######## mem_port_arbiter_flat ########
[config.mk]
export PLATFORM = sky130hd
export DESIGN_NAME = mem_port_arbiter_flat
export DESIGN_NICKNAME = d
export VERILOG_FILES = /design/src/rtl/mem_port_arbiter_if.sv /design/src/rtl/mem_port_arbiter.sv /design/src/flat_wrapper.sv
export SDC_FILE = /design/constraint.sdc
export NUM_CORES = 1
export LEC_CHECK = 0
export CAP_MARGIN = 10
export CORE_AREA = 2 2 108 110
export DETAILED_ROUTE_END_ITERATION = 10
export DIE_AREA = 0 0 110 112
export GPL_TIMING_DRIVEN = 0
export HOLD_SLACK_MARGIN = 0.1
export PLACE_DENSITY = 0.61
export REMOVE_ABC_BUFFERS = 1
export SLEW_MARGIN = 10
export SYNTH_ARGS = -nofsm -noshare
export SYNTH_HDL_FRONTEND = slang
export SYNTH_SLANG_ARGS = --single-unit
[constraint.sdc]
create_clock -name clk -period 3.87 [get_ports clk]
set_input_delay 0.387 -clock clk [delete_from_list [all_inputs] [get_ports clk]]
set_output_delay 0.387 -clock clk [all_outputs]
set_load 0.02 [all_outputs]
[src/rtl/mem_port_arbiter_if.sv]
// Bundle of the fetch port, the load/store port and the memory port served by mem_port_arbiter.
// The slave modport is the arbiter's view; master is the pipeline/memory side.
interface mem_port_arbiter_if #(
  parameter int unsigned ADDR_W = 32,
  parameter int unsigned DATA_W = 32
) ();
  // Instruction-fetch port
  logic              if_req;
  logic [ADDR_W-1:0] if_addr;
  logic              if_kill;
  logic              if_gnt;
  logic              if_rvalid;
  logic [DATA_W-1:0] if_rdata;

  // Load/store port
  logic                d_req;
  logic                d_we;
  logic [DATA_W/8-1:0] d_be;
  logic [ADDR_W-1:0]   d_addr;
  logic [DATA_W-1:0]   d_wdata;
  logic                d_gnt;
  logic                d_rvalid;
  logic [DATA_W-1:0]   d_rdata;

  // Memory port
  logic                mem_req;
  logic                mem_we;
  logic [DATA_W/8-1:0] mem_be;
  logic [ADDR_W-1:0]   mem_addr;
  logic [DATA_W-1:0]   mem_wdata;
  logic                mem_rvalid;
  logic [DATA_W-1:0]   mem_rdata;

  modport slave (
    input  if_req, if_addr, if_kill,
    output if_gnt, if_rvalid, if_rdata,
    input  d_req, d_we, d_be, d_addr, d_wdata,
    output d_gnt, d_rvalid, d_rdata,
    output mem_req, mem_we, mem_be, mem_addr, mem_wdata,
    input  mem_rvalid, mem_rdata
  );

  modport master (
    output if_req, if_addr, if_kill,
    input  if_gnt, if_rvalid, if_rdata,
    output d_req, d_we, d_be, d_addr, d_wdata,
    input  d_gnt, d_rvalid, d_rdata,
    input  mem_req, mem_we, mem_be, mem_addr, mem_wdata,
    output mem_rvalid, mem_rdata
  );
endinterface

[src/rtl/mem_port_arbiter.sv]
// Shares one single-ported data memory between fetch and load/store with one outstanding
// transaction; data normally wins, a starvation counter forces fetch through.
module mem_port_arbiter #(
  parameter int unsigned ADDR_W       = 32,
  parameter int unsigned DATA_W       = 32,
  parameter int unsigned STARVE_LIMIT = 4
) (
  input  logic                clk,
  input  logic                reset,
  mem_port_arbiter_if.slave   bus,
  output logic                busy
);

  localparam int unsigned CntW = $clog2(STARVE_LIMIT + 1);
  localparam logic [CntW-1:0] CntMax = CntW'(STARVE_LIMIT);

  typedef enum logic {StIdle, StWait} state_e;
  typedef enum logic {OwnFetch, OwnData} owner_e;

  state_e          state_q;
  owner_e          owner_q;
  logic            killed_q;
  logic [CntW-1:0] starve_cnt_q;
  logic            busy_q;

  logic fetch_ok, fetch_force, in_idle, grant_f, grant_d, resp, if_rvalid, d_rvalid;

  // Every output is forced low while reset is asserted, so gate on it here.
  assign in_idle     = (state_q == StIdle) && !reset;
  assign fetch_ok    = bus.if_req && !bus.if_kill;
  assign fetch_force = fetch_ok && (starve_cnt_q == CntMax);
  assign grant_f     = in_idle && fetch_ok && (fetch_force || !bus.d_req);
  assign grant_d     = in_idle && bus.d_req && !fetch_force;

  assign resp      = (state_q == StWait) && bus.mem_rvalid && !reset;
  assign d_rvalid  = resp && (owner_q == OwnData);
  assign if_rvalid = resp && (owner_q == OwnFetch) && !killed_q && !bus.if_kill;

  assign bus.if_gnt    = grant_f;
  assign bus.d_gnt     = grant_d;
  assign bus.mem_req   = grant_f || grant_d;
  assign bus.if_rvalid = if_rvalid;
  assign bus.d_rvalid  = d_rvalid;
  assign bus.if_rdata  = if_rvalid ? bus.mem_rdata : '0;
  assign bus.d_rdata   = d_rvalid ? bus.mem_rdata : '0;
  assign busy          = busy_q && !reset;

  always_comb begin
    bus.mem_we    = 1'b0;
    bus.mem_be    = '0;
    bus.mem_addr  = '0;
    bus.mem_wdata = '0;
    if (grant_f) begin
      bus.mem_be   = '1;
      bus.mem_addr = bus.if_addr;
    end else if (grant_d) begin
      bus.mem_we    = bus.d_we;
      bus.mem_be    = bus.d_be;
      bus.mem_addr  = bus.d_addr;
      bus.mem_wdata = bus.d_wdata;
    end
  end

  always_ff @(posedge clk) begin
    if (reset) begin
      state_q      <= StIdle;
      owner_q      <= OwnFetch;
      killed_q     <= 1'b0;
      starve_cnt_q <= '0;
      busy_q       <= 1'b0;
    end else begin
      unique case (state_q)
        StIdle: begin
          if (grant_f || grant_d) begin
            state_q  <= StWait;
            busy_q   <= 1'b1;
            killed_q <= 1'b0;
            owner_q  <= grant_f ? OwnFetch : OwnData;
          end
          // Count only cycles where a live fetch lost to data.
          if (grant_d && fetch_ok) begin
            if (starve_cnt_q != CntMax) starve_cnt_q <= starve_cnt_q + 1'b1;
          end else begin
            starve_cnt_q <= '0;
          end
        end
        StWait: begin
          if (bus.if_kill && (owner_q == OwnFetch)) killed_q <= 1'b1;
          if (bus.mem_rvalid) begin
            state_q <= StIdle;
            busy_q  <= 1'b0;
          end
        end
        default: state_q <= StIdle;
      endcase
    end
  end

endmodule

[src/flat_wrapper.sv]
// flat-port wrapper written by rule: the top's interface ports become plain ports
module mem_port_arbiter_flat 
#(
  parameter int unsigned ADDR_W       = 32,
  parameter int unsigned DATA_W       = 32,
  parameter int unsigned STARVE_LIMIT = 4
)
  (clk, reset, busy, bus_if_req, bus_if_addr, bus_if_kill, bus_if_gnt, bus_if_rvalid, bus_if_rdata, bus_d_req, bus_d_we, bus_d_be, bus_d_addr, bus_d_wdata, bus_d_gnt, bus_d_rvalid, bus_d_rdata, bus_mem_req, bus_mem_we, bus_mem_be, bus_mem_addr, bus_mem_wdata, bus_mem_rvalid, bus_mem_rdata);
  mem_port_arbiter_if #(.ADDR_W(ADDR_W), .DATA_W(DATA_W)) bus_i ();
  input  logic clk;
  input  logic reset;
  output logic busy;
  input wire logic [$bits(bus_i.if_req)-1:0] bus_if_req;
  input wire logic [$bits(bus_i.if_addr)-1:0] bus_if_addr;
  input wire logic [$bits(bus_i.if_kill)-1:0] bus_if_kill;
  output wire logic [$bits(bus_i.if_gnt)-1:0] bus_if_gnt;
  output wire logic [$bits(bus_i.if_rvalid)-1:0] bus_if_rvalid;
  output wire logic [$bits(bus_i.if_rdata)-1:0] bus_if_rdata;
  input wire logic [$bits(bus_i.d_req)-1:0] bus_d_req;
  input wire logic [$bits(bus_i.d_we)-1:0] bus_d_we;
  input wire logic [$bits(bus_i.d_be)-1:0] bus_d_be;
  input wire logic [$bits(bus_i.d_addr)-1:0] bus_d_addr;
  input wire logic [$bits(bus_i.d_wdata)-1:0] bus_d_wdata;
  output wire logic [$bits(bus_i.d_gnt)-1:0] bus_d_gnt;
  output wire logic [$bits(bus_i.d_rvalid)-1:0] bus_d_rvalid;
  output wire logic [$bits(bus_i.d_rdata)-1:0] bus_d_rdata;
  output wire logic [$bits(bus_i.mem_req)-1:0] bus_mem_req;
  output wire logic [$bits(bus_i.mem_we)-1:0] bus_mem_we;
  output wire logic [$bits(bus_i.mem_be)-1:0] bus_mem_be;
  output wire logic [$bits(bus_i.mem_addr)-1:0] bus_mem_addr;
  output wire logic [$bits(bus_i.mem_wdata)-1:0] bus_mem_wdata;
  input wire logic [$bits(bus_i.mem_rvalid)-1:0] bus_mem_rvalid;
  input wire logic [$bits(bus_i.mem_rdata)-1:0] bus_mem_rdata;
  assign bus_i.if_req = bus_if_req;
  assign bus_i.if_addr = bus_if_addr;
  assign bus_i.if_kill = bus_if_kill;
  assign bus_if_gnt = bus_i.if_gnt;
  assign bus_if_rvalid = bus_i.if_rvalid;
  assign bus_if_rdata = bus_i.if_rdata;
  assign bus_i.d_req = bus_d_req;
  assign bus_i.d_we = bus_d_we;
  assign bus_i.d_be = bus_d_be;
  assign bus_i.d_addr = bus_d_addr;
  assign bus_i.d_wdata = bus_d_wdata;
  assign bus_d_gnt = bus_i.d_gnt;
  assign bus_d_rvalid = bus_i.d_rvalid;
  assign bus_d_rdata = bus_i.d_rdata;
  assign bus_mem_req = bus_i.mem_req;
  assign bus_mem_we = bus_i.mem_we;
  assign bus_mem_be = bus_i.mem_be;
  assign bus_mem_addr = bus_i.mem_addr;
  assign bus_mem_wdata = bus_i.mem_wdata;
  assign bus_i.mem_rvalid = bus_mem_rvalid;
  assign bus_i.mem_rdata = bus_mem_rdata;
  mem_port_arbiter #(.ADDR_W(ADDR_W), .DATA_W(DATA_W), .STARVE_LIMIT(STARVE_LIMIT)) u_core (.clk(clk), .reset(reset), .bus(bus_i), .busy(busy));
endmodule
######## cache_miss_handler ########
File: config.mk
export PLATFORM = sky130hd
export DESIGN_NAME = cache_miss_handler
export DESIGN_NICKNAME = d
export VERILOG_FILES = /design/src/rtl/cache_pkg.sv /design/src/rtl/line_byte_buffer.sv /design/src/rtl/cache_miss_handler.sv
export SDC_FILE = /design/constraint.sdc
export NUM_CORES = 1
export LEC_CHECK = 0
export CAP_MARGIN = 10
export CORE_MARGIN = 5
export CORE_UTILIZATION = 30
export CTS_CLUSTER_SIZE = 20
export DETAILED_ROUTE_END_ITERATION = 16
export SLEW_MARGIN = 0
export SYNTH_ARGS = -nofsm -noshare
export SYNTH_HDL_FRONTEND = slang
export SYNTH_SLANG_ARGS = --single-unit
File: constraint.sdc
create_clock -name clk -period 19.8 [get_ports clk]
set_input_delay 5.94 -clock clk [delete_from_list [all_inputs] [get_ports clk]]
set_output_delay 5.94 -clock clk [all_outputs]
set_load 0.02 [all_outputs]
File: src/rtl/cache_pkg.sv
// ============================================================================
// Module  : cache_pkg
// Purpose : Shared widths, FSM state encoding and address helpers for the
//           cache miss-service stage.
// Rev     : 1.0  initial release
// ============================================================================
`default_nettype none

package cache_pkg;

  localparam int ADDR_W     = 32;
  localparam int OFFSET_W   = 3;
  localparam int INDEX_W    = 2;
  localparam int WAYS       = 4;
  localparam int WAY_W      = $clog2(WAYS);
  localparam int TAG_W      = ADDR_W - INDEX_W - OFFSET_W;
  localparam int LINE_BYTES = 8;

  typedef enum logic [2:0] {
    IDLE    = 3'd0,
    WB_REQ  = 3'd1,
    WB_DATA = 3'd2,
    RD_REQ  = 3'd3,
    RD_DATA = 3'd4,
    FILL    = 3'd5,
    RESP    = 3'd6
  } miss_state_t;

  typedef struct packed {
    logic [TAG_W-1:0]    tag;
    logic [INDEX_W-1:0]  index;
    logic [OFFSET_W-1:0] offset;
  } addr_fields_t;

  function automatic addr_fields_t split_addr(input logic [ADDR_W-1:0] addr);
    return addr_fields_t'(addr);
  endfunction

  function automatic logic [63:0] set_byte(input logic [63:0] line,
                                           input logic [OFFSET_W-1:0] idx,
                                           input logic [7:0] b);
    logic [63:0] res;
    res = line;
    res[{idx, 3'b000} +: 8] = b;
    return res;
  endfunction

endpackage

`default_nettype wire

File: src/rtl/line_byte_buffer.sv
// ============================================================================
// Module  : line_byte_buffer
// Purpose : 8x8 byte register file with indexed byte write/read plus a
//           parallel 64-bit load and 64-bit view of the whole line.
// Rev     : 1.0  initial release
// ============================================================================
`default_nettype none

module line_byte_buffer
  import cache_pkg::*;
(
  input  logic                clk,
  input  logic                rst,
  input  logic                load_en,
  input  logic [63:0]         load_data,
  input  logic                wr_en,
  input  logic [OFFSET_W-1:0] wr_idx,
  input  logic [7:0]          wr_data,
  input  logic [OFFSET_W-1:0] rd_idx,
  output logic [7:0]          rd_data,
  output logic [63:0]         line
);

  logic [7:0] r_bytes [LINE_BYTES];

  always_ff @(posedge clk or posedge rst) begin
    if (rst) begin
      for (int i = 0; i < LINE_BYTES; i++) r_bytes[i] <= 8'h00;
    end else if (load_en) begin
      for (int i = 0; i < LINE_BYTES; i++) r_bytes[i] <= load_data[8*i +: 8];
    end else if (wr_en) begin
      r_bytes[wr_idx] <= wr_data;
    end
  end

  assign rd_data = r_bytes[rd_idx];

  for (genvar g = 0; g < LINE_BYTES; g++) begin : g_view
    assign line[8*g +: 8] = r_bytes[g];
  end

endmodule

`default_nettype wire

File: src/rtl/cache_miss_handler.sv
// ============================================================================
// Module  : cache_miss_handler
// Purpose : Services a lookup miss: optional dirty-victim writeback, 8-beat
//           line refill, store-byte merge, array fill and requester response.
// Rev     : 1.0  initial release
// ============================================================================
`default_nettype none

module cache_miss_handler
  import cache_pkg::*;
(
  input  logic               clk,
  input  logic               rst,
  input  logic               miss_valid,
  output logic               miss_ready,
  input  logic [ADDR_W-1:0]  miss_addr,
  input  logic               miss_is_write,
  input  logic [7:0]         miss_wdata,
  input  logic [WAY_W-1:0]   victim_way,
  input  logic               victim_valid,
  input  logic               victim_dirty,
  input  logic [TAG_W-1:0]   victim_tag,
  input  logic [63:0]        victim_data,
  output logic               mem_req_valid,
  input  logic               mem_req_ready,
  output logic               mem_req_write,
  output logic [ADDR_W-1:0]  mem_req_addr,
  output logic               mem_wvalid,
  input  logic               mem_wready,
  output logic [7:0]         mem_wdata,
  input  logic               mem_rvalid,
  input  logic [7:0]         mem_rdata,
  output logic               fill_valid,
  output logic [INDEX_W-1:0] fill_index,
  output logic [WAY_W-1:0]   fill_way,
  output logic [TAG_W-1:0]   fill_tag,
  output logic               fill_dirty,
  output logic [63:0]        fill_data,
  output logic               resp_valid,
  output logic [7:0]         resp_data,
  output logic               busy
);

  miss_state_t         r_state;
  logic [OFFSET_W-1:0] r_cnt;
  logic [TAG_W-1:0]    r_tag;
  logic [INDEX_W-1:0]  r_index;
  logic [OFFSET_W-1:0] r_offset;
  logic [WAY_W-1:0]    r_way;
  logic                r_is_write;
  logic [7:0]          r_wdata;

  addr_fields_t        w_miss;
  logic                w_accept;
  logic                w_refill_wr;
  logic [OFFSET_W-1:0] w_victim_idx;
  logic [7:0]          w_victim_rd;
  logic [7:0]          w_refill_rd;
  logic [63:0]         w_victim_line;
  logic [63:0]         w_refill_line;
  logic [63:0]         w_beat7_line;
  logic [63:0]         w_fill_line;

  assign w_miss       = split_addr(miss_addr);
  assign w_accept     = (r_state == IDLE) && miss_valid;
  assign w_refill_wr  = (r_state == RD_DATA) && mem_rvalid;
  assign w_victim_idx = r_cnt + 3'd1;

  // The final beat is still in flight when the fill is registered, so fold it in here.
  assign w_beat7_line = set_byte(w_refill_line, 3'd7, mem_rdata);
  assign w_fill_line  = r_is_write ? set_byte(w_beat7_line, r_offset, r_wdata) : w_beat7_line;

  line_byte_buffer u_victim_buf (
    .clk       (clk),
    .rst       (rst),
    .load_en   (w_accept),
    .load_data (victim_data),
    .wr_en     (1'b0),
    .wr_idx    (3'd0),
    .wr_data   (8'h00),
    .rd_idx    (w_victim_idx),
    .rd_data   (w_victim_rd),
    .line      (w_victim_line)
  );

  line_byte_buffer u_refill_buf (
    .clk       (clk),
    .rst       (rst),
    .load_en   (1'b0),
    .load_data (64'h0),
    .wr_en     (w_refill_wr),
    .wr_idx    (r_cnt),
    .wr_data   (mem_rdata),
    .rd_idx    (r_offset),
    .rd_data   (w_refill_rd),
    .line      (w_refill_line)
  );

  always_ff @(posedge clk or posedge rst) begin
    if (rst) begin
      r_state       <= IDLE;
      r_cnt         <= '0;
      r_tag         <= '0;
      r_index       <= '0;
      r_offset      <= '0;
      r_way         <= '0;
      r_is_write    <= 1'b0;
      r_wdata       <= 8'h00;
      miss_ready    <= 1'b1;
      busy          <= 1'b0;
      mem_req_valid <= 1'b0;
      mem_req_write <= 1'b0;
      mem_req_addr  <= '0;
      mem_wvalid    <= 1'b0;
      mem_wdata     <= 8'h00;
      fill_valid    <= 1'b0;
      fill_index    <= '0;
      fill_way      <= '0;
      fill_tag      <= '0;
      fill_dirty    <= 1'b0;
      fill_data     <= 64'h0;
      resp_valid    <= 1'b0;
      resp_data     <= 8'h00;
    end else begin
      fill_valid <= 1'b0;
      resp_valid <= 1'b0;
      case (r_state)
        IDLE: begin
          if (miss_valid) begin
            r_tag         <= w_miss.tag;
            r_index       <= w_miss.index;
            r_offset      <= w_miss.offset;
            r_way         <= victim_way;
            r_is_write    <= miss_is_write;
            r_wdata       <= miss_wdata;
            miss_ready    <= 1'b0;
            busy          <= 1'b1;
            mem_req_valid <= 1'b1;
            if (victim_valid && victim_dirty) begin
              r_state       <= WB_REQ;
              mem_req_write <= 1'b1;
              mem_req_addr  <= {victim_tag, w_miss.index, 3'b000};
            end else begin
              r_state       <= RD_REQ;
              mem_req_write <= 1'b0;
              mem_req_addr  <= {w_miss.tag, w_miss.index, 3'b000};
            end
          end
        end
        WB_REQ: begin
          if (mem_req_ready) begin
            r_state       <= WB_DATA;
            r_cnt         <= '0;
            mem_req_valid <= 1'b0;
            mem_req_write <= 1'b0;
            mem_wvalid    <= 1'b1;
            mem_wdata     <= w_victim_line[7:0];
          end
        end
        WB_DATA: begin
          if (mem_wready) begin
            if (r_cnt == 3'd7) begin
              r_state       <= RD_REQ;
              r_cnt         <= '0;
              mem_wvalid    <= 1'b0;
              mem_req_valid <= 1'b1;
              mem_req_write <= 1'b0;
              mem_req_addr  <= {r_tag, r_index, 3'b000};
            end else begin
              r_cnt     <= r_cnt + 3'd1;
              mem_wdata <= w_victim_rd;
            end
          end
        end
        RD_REQ: begin
          if (mem_req_ready) begin
            r_state       <= RD_DATA;
            r_cnt         <= '0;
            mem_req_valid <= 1'b0;
          end
        end
        RD_DATA: begin
          if (mem_rvalid) begin
            if (r_cnt == 3'd7) begin
              r_state    <= FILL;
              r_cnt      <= '0;
              fill_valid <= 1'b1;
              fill_index <= r_index;
              fill_way   <= r_way;
              fill_tag   <= r_tag;
              fill_dirty <= r_is_write;
              fill_data  <= w_fill_line;
            end else begin
              r_cnt <= r_cnt + 3'd1;
            end
          end
        end
        FILL: begin
          r_state    <= RESP;
          resp_valid <= 1'b1;
          resp_data  <= r_is_write ? r_wdata : w_refill_rd;
        end
        RESP: begin
          r_state    <= IDLE;
          busy       <= 1'b0;
          miss_ready <= 1'b1;
        end
        default: r_state <= IDLE;
      endcase
    end
  end

endmodule

`default_nettype wire

######## pq_ctrl_flat ########
[config.mk]
export PLATFORM = sky130hd
export DESIGN_NAME = pq_ctrl_flat
export DESIGN_NICKNAME = d
export VERILOG_FILES = /design/src/rtl/pq_pkg.sv /design/src/rtl/pq_if.sv /design/src/rtl/kv_fifo.sv /design/src/rtl/pq_ctrl.sv /design/src/flat_wrapper.sv
export SDC_FILE = /design/constraint.sdc
export NUM_CORES = 1
export LEC_CHECK = 0
export CAP_MARGIN = 20
export CORE_MARGIN = 2
export CORE_UTILIZATION = 51
export CTS_CLUSTER_DIAMETER = 50
export DETAILED_ROUTE_END_ITERATION = 8
export GPL_ROUTABILITY_DRIVEN = 0
export PLACE_DENSITY = 0.85
export SETUP_SLACK_MARGIN = 0.5
export SYNTH_ARGS = -nofsm -noshare
export SYNTH_HDL_FRONTEND = slang
export SYNTH_HIERARCHICAL = 1
export SYNTH_SLANG_ARGS = --single-unit
[constraint.sdc]
create_clock -name clk -period 2.65 [get_ports clk]
set_clock_uncertainty 0.05 [all_clocks]
set_input_delay 0.53 -clock clk [delete_from_list [all_inputs] [get_ports clk]]
set_output_delay 0.53 -clock clk [all_outputs]
set_load 0.05 [all_outputs]
[src/rtl/pq_pkg.sv]
// ============================================================================
// Package : pq_pkg
// Brief   : Shared widths, entry type and sequencer enums for the heap queue.
// Rev     : 1.0  initial release
// ============================================================================
`default_nettype none

package pq_pkg;

  localparam int PQ_CAPACITY = 8;
  localparam int KEY_WIDTH   = 8;
  localparam int VAL_WIDTH   = 8;
  localparam int CNT_W       = $clog2(PQ_CAPACITY + 1);

  typedef struct packed {
    logic [KEY_WIDTH-1:0] key;
    logic [VAL_WIDTH-1:0] val;
  } kv_t;

  localparam kv_t KV0 = '0;

  typedef enum logic [1:0] {
    S_IDLE = 2'd0,
    S_CMD  = 2'd1,
    S_HOLD = 2'd2,
    S_WAIT = 2'd3
  } pqc_state_t;

  typedef enum logic [1:0] {
    OP_ENQ = 2'd0,
    OP_DEQ = 2'd1,
    OP_REP = 2'd2
  } pqc_op_t;

endpackage

`default_nettype wire

[src/rtl/pq_if.sv]
// ============================================================================
// Interface : pq_if
// Brief     : Command/status bundle between the sequencer and the heap queue.
// Rev       : 1.0  initial release
// ============================================================================
`default_nettype none

interface pq_if;
  import pq_pkg::*;

  logic enq;
  logic deq;
  kv_t  kvi;
  kv_t  kvo;
  logic full;
  logic empty;
  logic busy;

  modport drv  (output enq, deq, kvi, input  kvo, full, empty, busy);
  modport heap (input  enq, deq, kvi, output kvo, full, empty, busy);
endinterface

`default_nettype wire

[src/rtl/kv_fifo.sv]
// ============================================================================
// Module : kv_fifo
// Brief  : Show-ahead synchronous FIFO of kv_t entries with wrap-bit flags.
// Rev    : 1.0  initial release
// ============================================================================
`default_nettype none

module kv_fifo
  import pq_pkg::*;
#(
  parameter int D = 4
) (
  input  logic clk,
  input  logic rst,
  input  logic push,
  input  kv_t  din,
  input  logic pop,
  output kv_t  head,
  output logic full,
  output logic empty
);

  localparam int AW = $clog2(D);

  logic [AW:0]   r_wr_ptr;
  logic [AW:0]   r_rd_ptr;
  kv_t           r_mem [D];
  logic          w_push;
  logic          w_pop;

  // Flags come straight from the pointer registers, so a same-cycle pop
  // never makes room for a same-cycle push.
  assign empty  = (r_wr_ptr == r_rd_ptr);
  assign full   = (r_wr_ptr[AW] != r_rd_ptr[AW]) &&
                  (r_wr_ptr[AW-1:0] == r_rd_ptr[AW-1:0]);
  assign w_push = push && !full;
  assign w_pop  = pop && !empty;
  assign head   = r_mem[r_rd_ptr[AW-1:0]];

  always_ff @(posedge clk or negedge rst) begin
    if (!rst) begin
      r_wr_ptr <= '0;
      r_rd_ptr <= '0;
    end else begin
      if (w_push) r_wr_ptr <= r_wr_ptr + 1'b1;
      if (w_pop)  r_rd_ptr <= r_rd_ptr + 1'b1;
    end
  end

  always_ff @(posedge clk) begin
    if (w_push) r_mem[r_wr_ptr[AW-1:0]] <= din;
  end

endmodule

`default_nettype wire

[src/rtl/pq_ctrl.sv]
// ============================================================================
// Module : pq_ctrl
// Brief  : Sequencer turning insert/pop requests into heap enq/deq strobes.
// Rev    : 1.0  initial release
// ============================================================================
`default_nettype none

module pq_ctrl
  import pq_pkg::*;
#(
  parameter int INS_DEPTH = 4
) (
  input  logic             clk,
  input  logic             rst,
  input  logic             ins_valid,
  output logic             ins_ready,
  input  kv_t              ins_kv,
  input  logic             pop_req,
  output logic             pop_gnt,
  output logic             pop_valid,
  output kv_t              pop_kv,
  output logic             pop_err,
  output logic [CNT_W-1:0] count,
  pq_if.drv                pq
);

  pqc_state_t       r_state;
  pqc_state_t       w_state_nxt;
  pqc_op_t          r_op;
  pqc_op_t          w_op_nxt;
  kv_t              r_pop_kv;
  logic             r_pop_valid;
  logic [CNT_W-1:0] r_count;
  kv_t              w_fifo_head;
  logic             w_fifo_full;
  logic             w_fifo_empty;
  logic             w_cmd;
  logic             w_is_enq;
  logic             w_is_deq;

  kv_fifo #(.D(INS_DEPTH)) u_ins_fifo (
    .clk   (clk),
    .rst   (rst),
    .push  (ins_valid),
    .din   (ins_kv),
    .pop   (w_cmd && w_is_enq),
    .head  (w_fifo_head),
    .full  (w_fifo_full),
    .empty (w_fifo_empty)
  );

  assign w_cmd    = (r_state == S_CMD);
  assign w_is_enq = (r_op == OP_ENQ) || (r_op == OP_REP);
  assign w_is_deq = (r_op == OP_DEQ) || (r_op == OP_REP);

  assign pq.enq    = w_cmd && w_is_enq;
  assign pq.deq    = w_cmd && w_is_deq;
  assign pq.kvi    = w_fifo_head;
  assign ins_ready = !w_fifo_full;
  assign pop_gnt   = w_cmd && w_is_deq;
  assign pop_valid = r_pop_valid;
  assign pop_kv    = r_pop_kv;
  assign count     = r_count;

  always_ff @(posedge clk or negedge rst) begin
    if (!rst) begin
      r_state     <= S_IDLE;
      r_op        <= OP_ENQ;
      r_pop_kv    <= KV0;
      r_pop_valid <= 1'b0;
      r_count     <= '0;
    end else begin
      r_state     <= w_state_nxt;
      r_op        <= w_op_nxt;
      r_pop_valid <= w_cmd && w_is_deq;
      if (w_cmd && w_is_deq) r_pop_kv <= pq.kvo;
      if (w_cmd) begin
        case (r_op)
          OP_ENQ:  r_count <= r_count + 1'b1;
          OP_DEQ:  r_count <= r_count - 1'b1;
          default: r_count <= r_count;
        endcase
      end
    end
  end

  always_comb begin
    w_state_nxt = r_state;
    w_op_nxt    = r_op;
    pop_err     = 1'b0;
    case (r_state)
      S_IDLE: begin
        // An empty heap with a pending insert falls to the enq branch; the
        // pop stays pending and is served on the following pass.
        if (!pq.busy) begin
          if (pop_req && !pq.empty && !w_fifo_empty) begin
            w_op_nxt    = OP_REP;
            w_state_nxt = S_CMD;
          end else if (pop_req && !pq.empty) begin
            w_op_nxt    = OP_DEQ;
            w_state_nxt = S_CMD;
          end else if (!w_fifo_empty && !pq.full) begin
            w_op_nxt    = OP_ENQ;
            w_state_nxt = S_CMD;
          end else if (pop_req && pq.empty && w_fifo_empty) begin
            pop_err     = 1'b1;
          end
        end
      end
      S_CMD:   w_state_nxt = S_HOLD;
      S_HOLD:  w_state_nxt = S_WAIT;
      S_WAIT:  if (!pq.busy) w_state_nxt = S_IDLE;
      default: w_state_nxt = S_IDLE;
    endcase
  end

endmodule

`default_nettype wire

[src/flat_wrapper.sv]
// flat-port wrapper written by rule: the top's interface ports become plain ports
module pq_ctrl_flat import pq_pkg::*;
#(
  parameter int INS_DEPTH = 4
)
  (clk, rst, ins_valid, ins_ready, ins_kv, pop_req, pop_gnt, pop_valid, pop_kv, pop_err, count, pq_enq, pq_deq, pq_kvi, pq_kvo, pq_full, pq_empty, pq_busy);
  pq_if pq_i ();
  input  logic clk;
  input  logic rst;
  input  logic ins_valid;
  output logic ins_ready;
  input  kv_t ins_kv;
  input  logic pop_req;
  output logic pop_gnt;
  output logic pop_valid;
  output kv_t pop_kv;
  output logic pop_err;
  output logic [CNT_W-1:0] count;
  output wire logic [$bits(pq_i.enq)-1:0] pq_enq;
  output wire logic [$bits(pq_i.deq)-1:0] pq_deq;
  output wire logic [$bits(pq_i.kvi)-1:0] pq_kvi;
  input wire logic [$bits(pq_i.kvo)-1:0] pq_kvo;
  input wire logic [$bits(pq_i.full)-1:0] pq_full;
  input wire logic [$bits(pq_i.empty)-1:0] pq_empty;
  input wire logic [$bits(pq_i.busy)-1:0] pq_busy;
  assign pq_enq = pq_i.enq;
  assign pq_deq = pq_i.deq;
  assign pq_kvi = pq_i.kvi;
  assign pq_i.kvo = pq_kvo;
  assign pq_i.full = pq_full;
  assign pq_i.empty = pq_empty;
  assign pq_i.busy = pq_busy;
  pq_ctrl #(.INS_DEPTH(INS_DEPTH)) u_core (.clk(clk), .rst(rst), .ins_valid(ins_valid), .ins_ready(ins_ready), .ins_kv(ins_kv), .pop_req(pop_req), .pop_gnt(pop_gnt), .pop_valid(pop_valid), .pop_kv(pop_kv), .pop_err(pop_err), .count(count), .pq(pq_i));
endmodule
pq_ctrl_flat/clock_nets.png
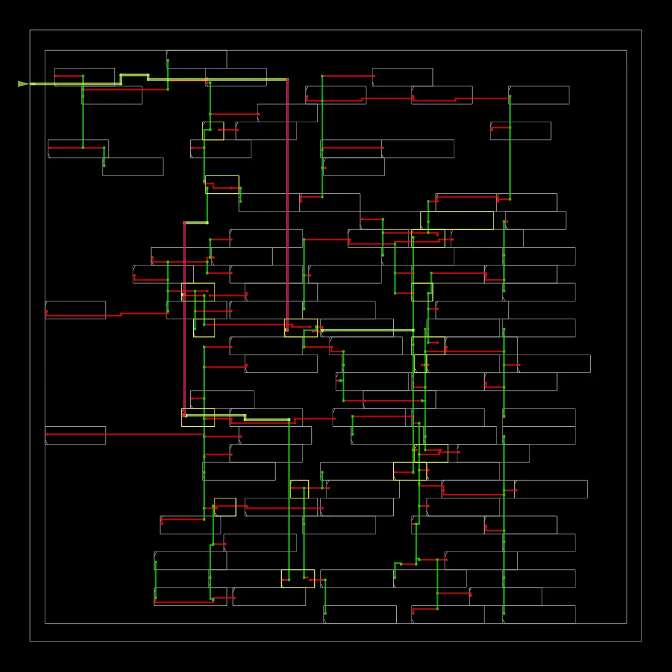
Clock Sinks: 95
clock buffer count: 9

==> flow_summary.yaml, pq_ctrl_flat <==
# yosys + openroad results
layout:
  utilization_pct: 71.0
  nonClockInverterCount: 12
  final_cell_area_um2: 5460
  final-clk-cell-share_pct: 3.69
  combGateArea_um2: 1300
final_timing:
  hold_slack_ns: 0.416
  fin_ws_ns: 0.338
  finalClockPeriodUsage_pct: 87.3
  worst_slew_pin_slew_ns: 0.543
  report.final.hold_viol_count: 0
worst_setup_path:
  cp_data_arrival_time_ns: 1.73
  crit_cells: 3
  reg2reg_depth: 8
  start_kind: "flip-flop"
  r2r_slack_ns: 0.55
  cp-end-kind: "output port"
  critPathMaxFanout: 8
global_route:
  met3_usage_pct: 3.34
  grt_usage_pct: 17.9
  met1_usage_pct: 21.1
  busiest_layer: "met2"
  grt_first_pass_wirelength_um: 11500
clock_tree:
  cts_made_buffers: 9
  path_clk_slew_ns: 0.09
  clockBufferDepth: 2
status:
  status: "completed"
die:
  die_y_um: 92.9
  io-pin-count: 81
detailed_routing:
  routed.top_layer: "met4"
  wl_um: 7520
  met3_length_um: 247
  dr_total_vias: 2244
logic_synthesis:
  ys_chip_area_um2: 4030
  synth_top_cell_by_count: "edfxtp_1"
  synth.cell_area_um2: 4030
  top_area_cell: "edfxtp_1"
  top_cell_area_share_pct: 47.7
pwr:
  total_power_mw: 7.31
job:
  warning_count: 38
  drv_cap: 0
worst_hold_path:
  hold_class: "flip-flop to flip-flop"
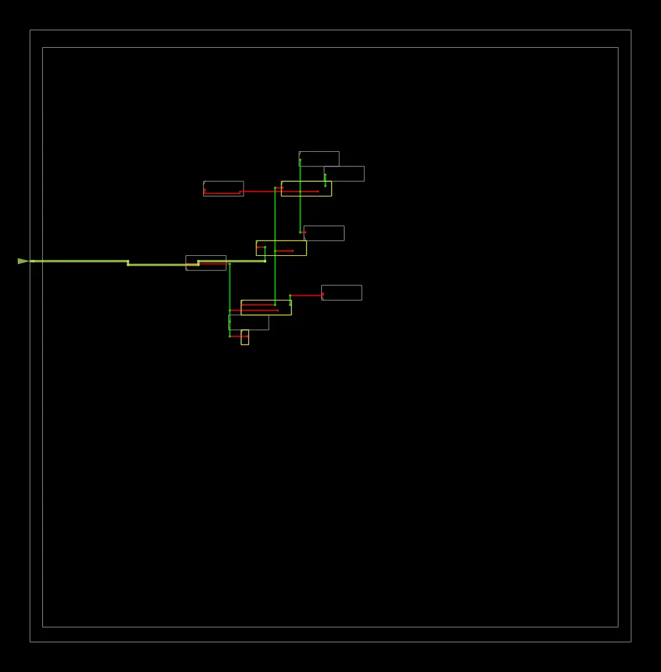
mem_port_arbiter_flat/clock_nets.png
Flop Count: 7
Clock Latency Late Sink: 0.23 ns

==> flow_summary.yaml, mem_port_arbiter_flat <==
# yosys + openroad results
placed_design:
  place_hpwl_um: 8600
worst_hold_path:
  hold_start: "u_core.busy_q$_SDFFE_PP0P_"
  hold_class: "flip-flop to flip-flop"
logic_synthesis:
  yosysWarnings: 0
  ys.flops: 7
  synth_cell_types: 36
  fa_ha_area_share_pct: 1.45
  yosys-stat-cells: 276
  mux_share_pct: 0
  synthArstFlopShare_pct: 0
  syn_inst: 276
  synthFlopType: "dfxtp_1"
  top_cell_area_share_pct: 35.9
  logic_family: "simple AND/OR/NAND/NOR gates"
  ys_seq_share_pct: 8.12
worst_setup_path:
  cp-end-kind: "output port"
  r2r-start: "u_core.state_q$_SDFF_PP0_"
  slowest_stage: "clkdlybuf4s50_1"
  crit_cells: 5
  crit_family: "buffers and inverters"
  crit_start: "bus_if_kill"
  path_buffers: 2
  endpoint: "bus_mem_addr[20]"
pwr:
  total_power_mw: 0.642
  powerComb_mw: 0.384
  power_leader: "combinational cells"
  clock_power_mw: 0.176
  ir_drop_mv: 0.107
final_timing:
  worst_slew_pin_slew_ns: 0.897
  report.final.hold_viol_count: 0
  hold_slack_ns: 0.447
  slew_viol_final: 0
  fmax_ghz: 0.283
  setup_viol: 0
detailed_routing:
  wl_per_cell_um: 15.1
  routed.top_layer: "met5"
  drc: 0
  dr_total_vias: 2927
  dr.pass1.iters: 4
  wl_met1_um: 3400
  drt-vias-per-instance: 4.32
  ant_nets: 0
  met3_length_um: 1410
layout:
  drive_gt1_share_pct: 3.00
  area_delta_synth_final_pct: 171
  largest_reg_flops: 3
  logic_gates: 238
  nonClockBufferCount: 280
  clock_buffers: 4
  regArea_um2: 140
  n_fill_cell: 1181
  most-common-layout-cells: "276 x clkdlybuf4s50_1, 98 x and2_1, 40 x nand2_1"
  layout.nets: 675
  buffer_area_share_pct: 60.2
die:
  chipArea_um2: 12300
  rows: 39
  initCoreUtil_pct: 15.4
global_route:
  use_met2_pct: 29.3
  grt_first_pass_wirelength_um: 14700
  met1_usage_pct: 14.4
job:
  warning_count: 26
status:
  status: "completed"
clock_tree:
  clockBufferDepth: 2
  post_cts_resized: 3
cache_miss_handler/clock_nets.png
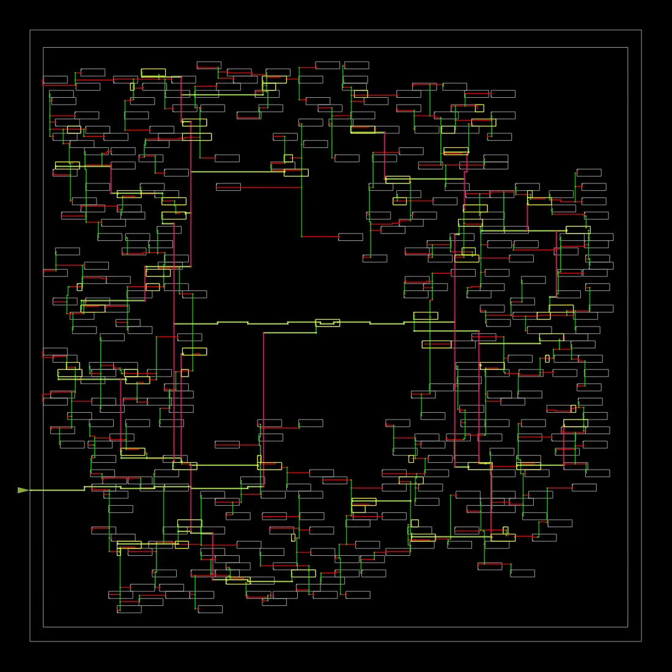
clock-net power: 0.733 mW
Clock Latency Late Sink: 0.54 ns

==> flow_summary.yaml, cache_miss_handler <==
# yosys + openroad results
status:
  status: "completed"
final_timing:
  rsz0062_at_grt: "false"
  hold_slack_ns: 0.472
  worst_slew_pin_slew_ns: 1.17
  min_period_ns: 8.36
layout:
  largest_cell_class: "sequential cells"
  n_fill_cell: 4630
  nonClockInverterCount: 10
  final_cell_area_um2: 19700
  regArea_um2: 8130
  layout.nets: 1610
  seq_cell_count: 325
  clock_buffers: 58
  logic_gates: 769
  combGateArea_um2: 6250
  most-common-layout-cells: "324 x dfrtp_1, 297 x clkdlybuf4s50_1, 211 x nand2_1"
  combAreaFraction_pct: 31.8
  nonClockBufferCount: 310
logic_synthesis:
  top_area_cell: "dfrtp_1"
  syn_inst: 1187
  yosys-stat-cells: 1187
  avgSynthCellArea_um2: 12.5
  simple_gate_share_pct: 8.36
  mux_share_pct: 28.0
  fa_ha_area_share_pct: 0.422
  synthFlopType: "dfrtp_1"
  synth_top_cell_by_count: "dfrtp_1"
  logic_family: "multiplexers"
  yosysWarnings: 0
  ys.flops: 325
global_route:
  grt_pass1_vias: 10706
  use_met2_pct: 25.6
  grt_max_degree: 130
clock_tree:
  cts_htree_levels: 2
  clockRootBuffer: "clkbuf_16"
  post_cts_resized: 0
  cts_made_buffers: 39
  clockBufferDepth: 3
  path_clk_slew_ns: 0.06
  cts_tree: "yes"
worst_setup_path:
  r2r_slack_ns: 16.24
  cp_data_arrival_time_ns: 8.87
  cp_cell_sequence: "clkdlybuf4s50_1 -> inv_8 -> buf_4 -> buf_4"
  r2r_end: "fill_data[37]$_DFFE_PP0P_"
  crit_family: "buffers and inverters"
  crit_type: "primary input to asynchronous set/reset pin"
  slowest_stage: "buf_4"
  critical_path_required_ns: 20.31
worst_hold_path:
  whs_path_depth: 2
  hold_class: "flip-flop to flip-flop"
pwr:
  total_power_mw: 2.73
  p_seq_mw: 1.07
  combPwrFrac_pct: 33.8
  clockPowerShare_pct: 26.9
  intPower_mw: 1.81
  p_seq_share_pct: 39.3
  power_leader: "sequential cells"
detailed_routing:
  wl_met2_um: 20400
  dr_total_vias: 10094
  drc: 0
  routed.top_layer: "met5"
  ant_nets: 0
die:
  core_area_um2: 49000
  initCoreUtil_pct: 30.3
  die_y_um: 232
  tapCellCount: 664
placed_design:
  placed_cells: 2077
job:
  warning_count: 31


==> layout pictures side by side <==
Local utilization.
shot_01.png
Scale: 1 px per um. 23 x 23 tiles, from black (low) to pale yellow (high), 0 to 100% covered.
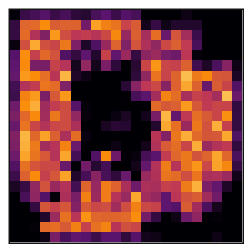
shot_02.png
Scale: 3 px per um. 9 x 9 tiles, from black (low) to pale yellow (high), 0 to 100% covered.
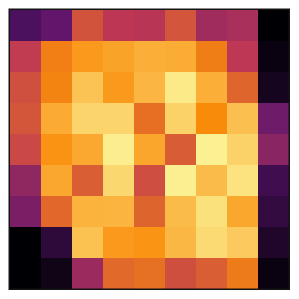
shot_03.png
Scale: 2 px per um. 11 x 11 tiles, from black (low) to pale yellow (high), 0 to 100% covered.
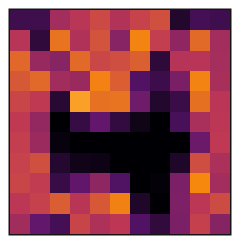
| picture | from |
|---|---|
| shot_03.png | mem_port_arbiter_flat |
| shot_01.png | cache_miss_handler |
| shot_02.png | pq_ctrl_flat |
- smallest die: shot_02.png
- largest die: shot_01.png


==> gallery <==
Placed cells, one colour a class.
panel A
Scale: 1.5 px per um. Fill, decap, tap and diode cells in grey.
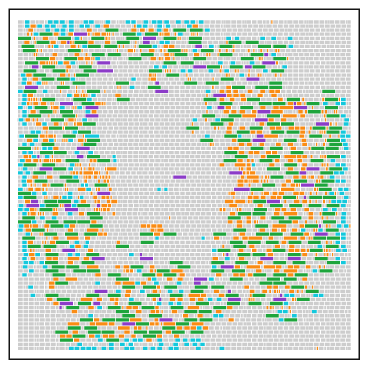
panel B
Scale: 3 px per um. Fill, decap, tap and diode cells in grey.
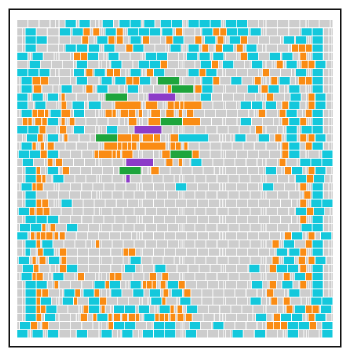
panel C
Scale: 4 px per um. Fill, decap, tap and diode cells in grey.
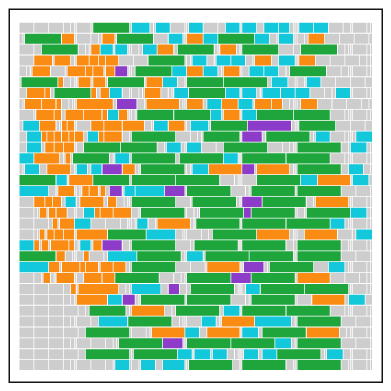
For cache_miss_handler, see panel A.
For pq_ctrl_flat, see panel C.
For mem_port_arbiter_flat, see panel B.
Of these, largest die: panel A
Of these, most cells: panel A

Power is estimated from default activity; no workload was simulated.
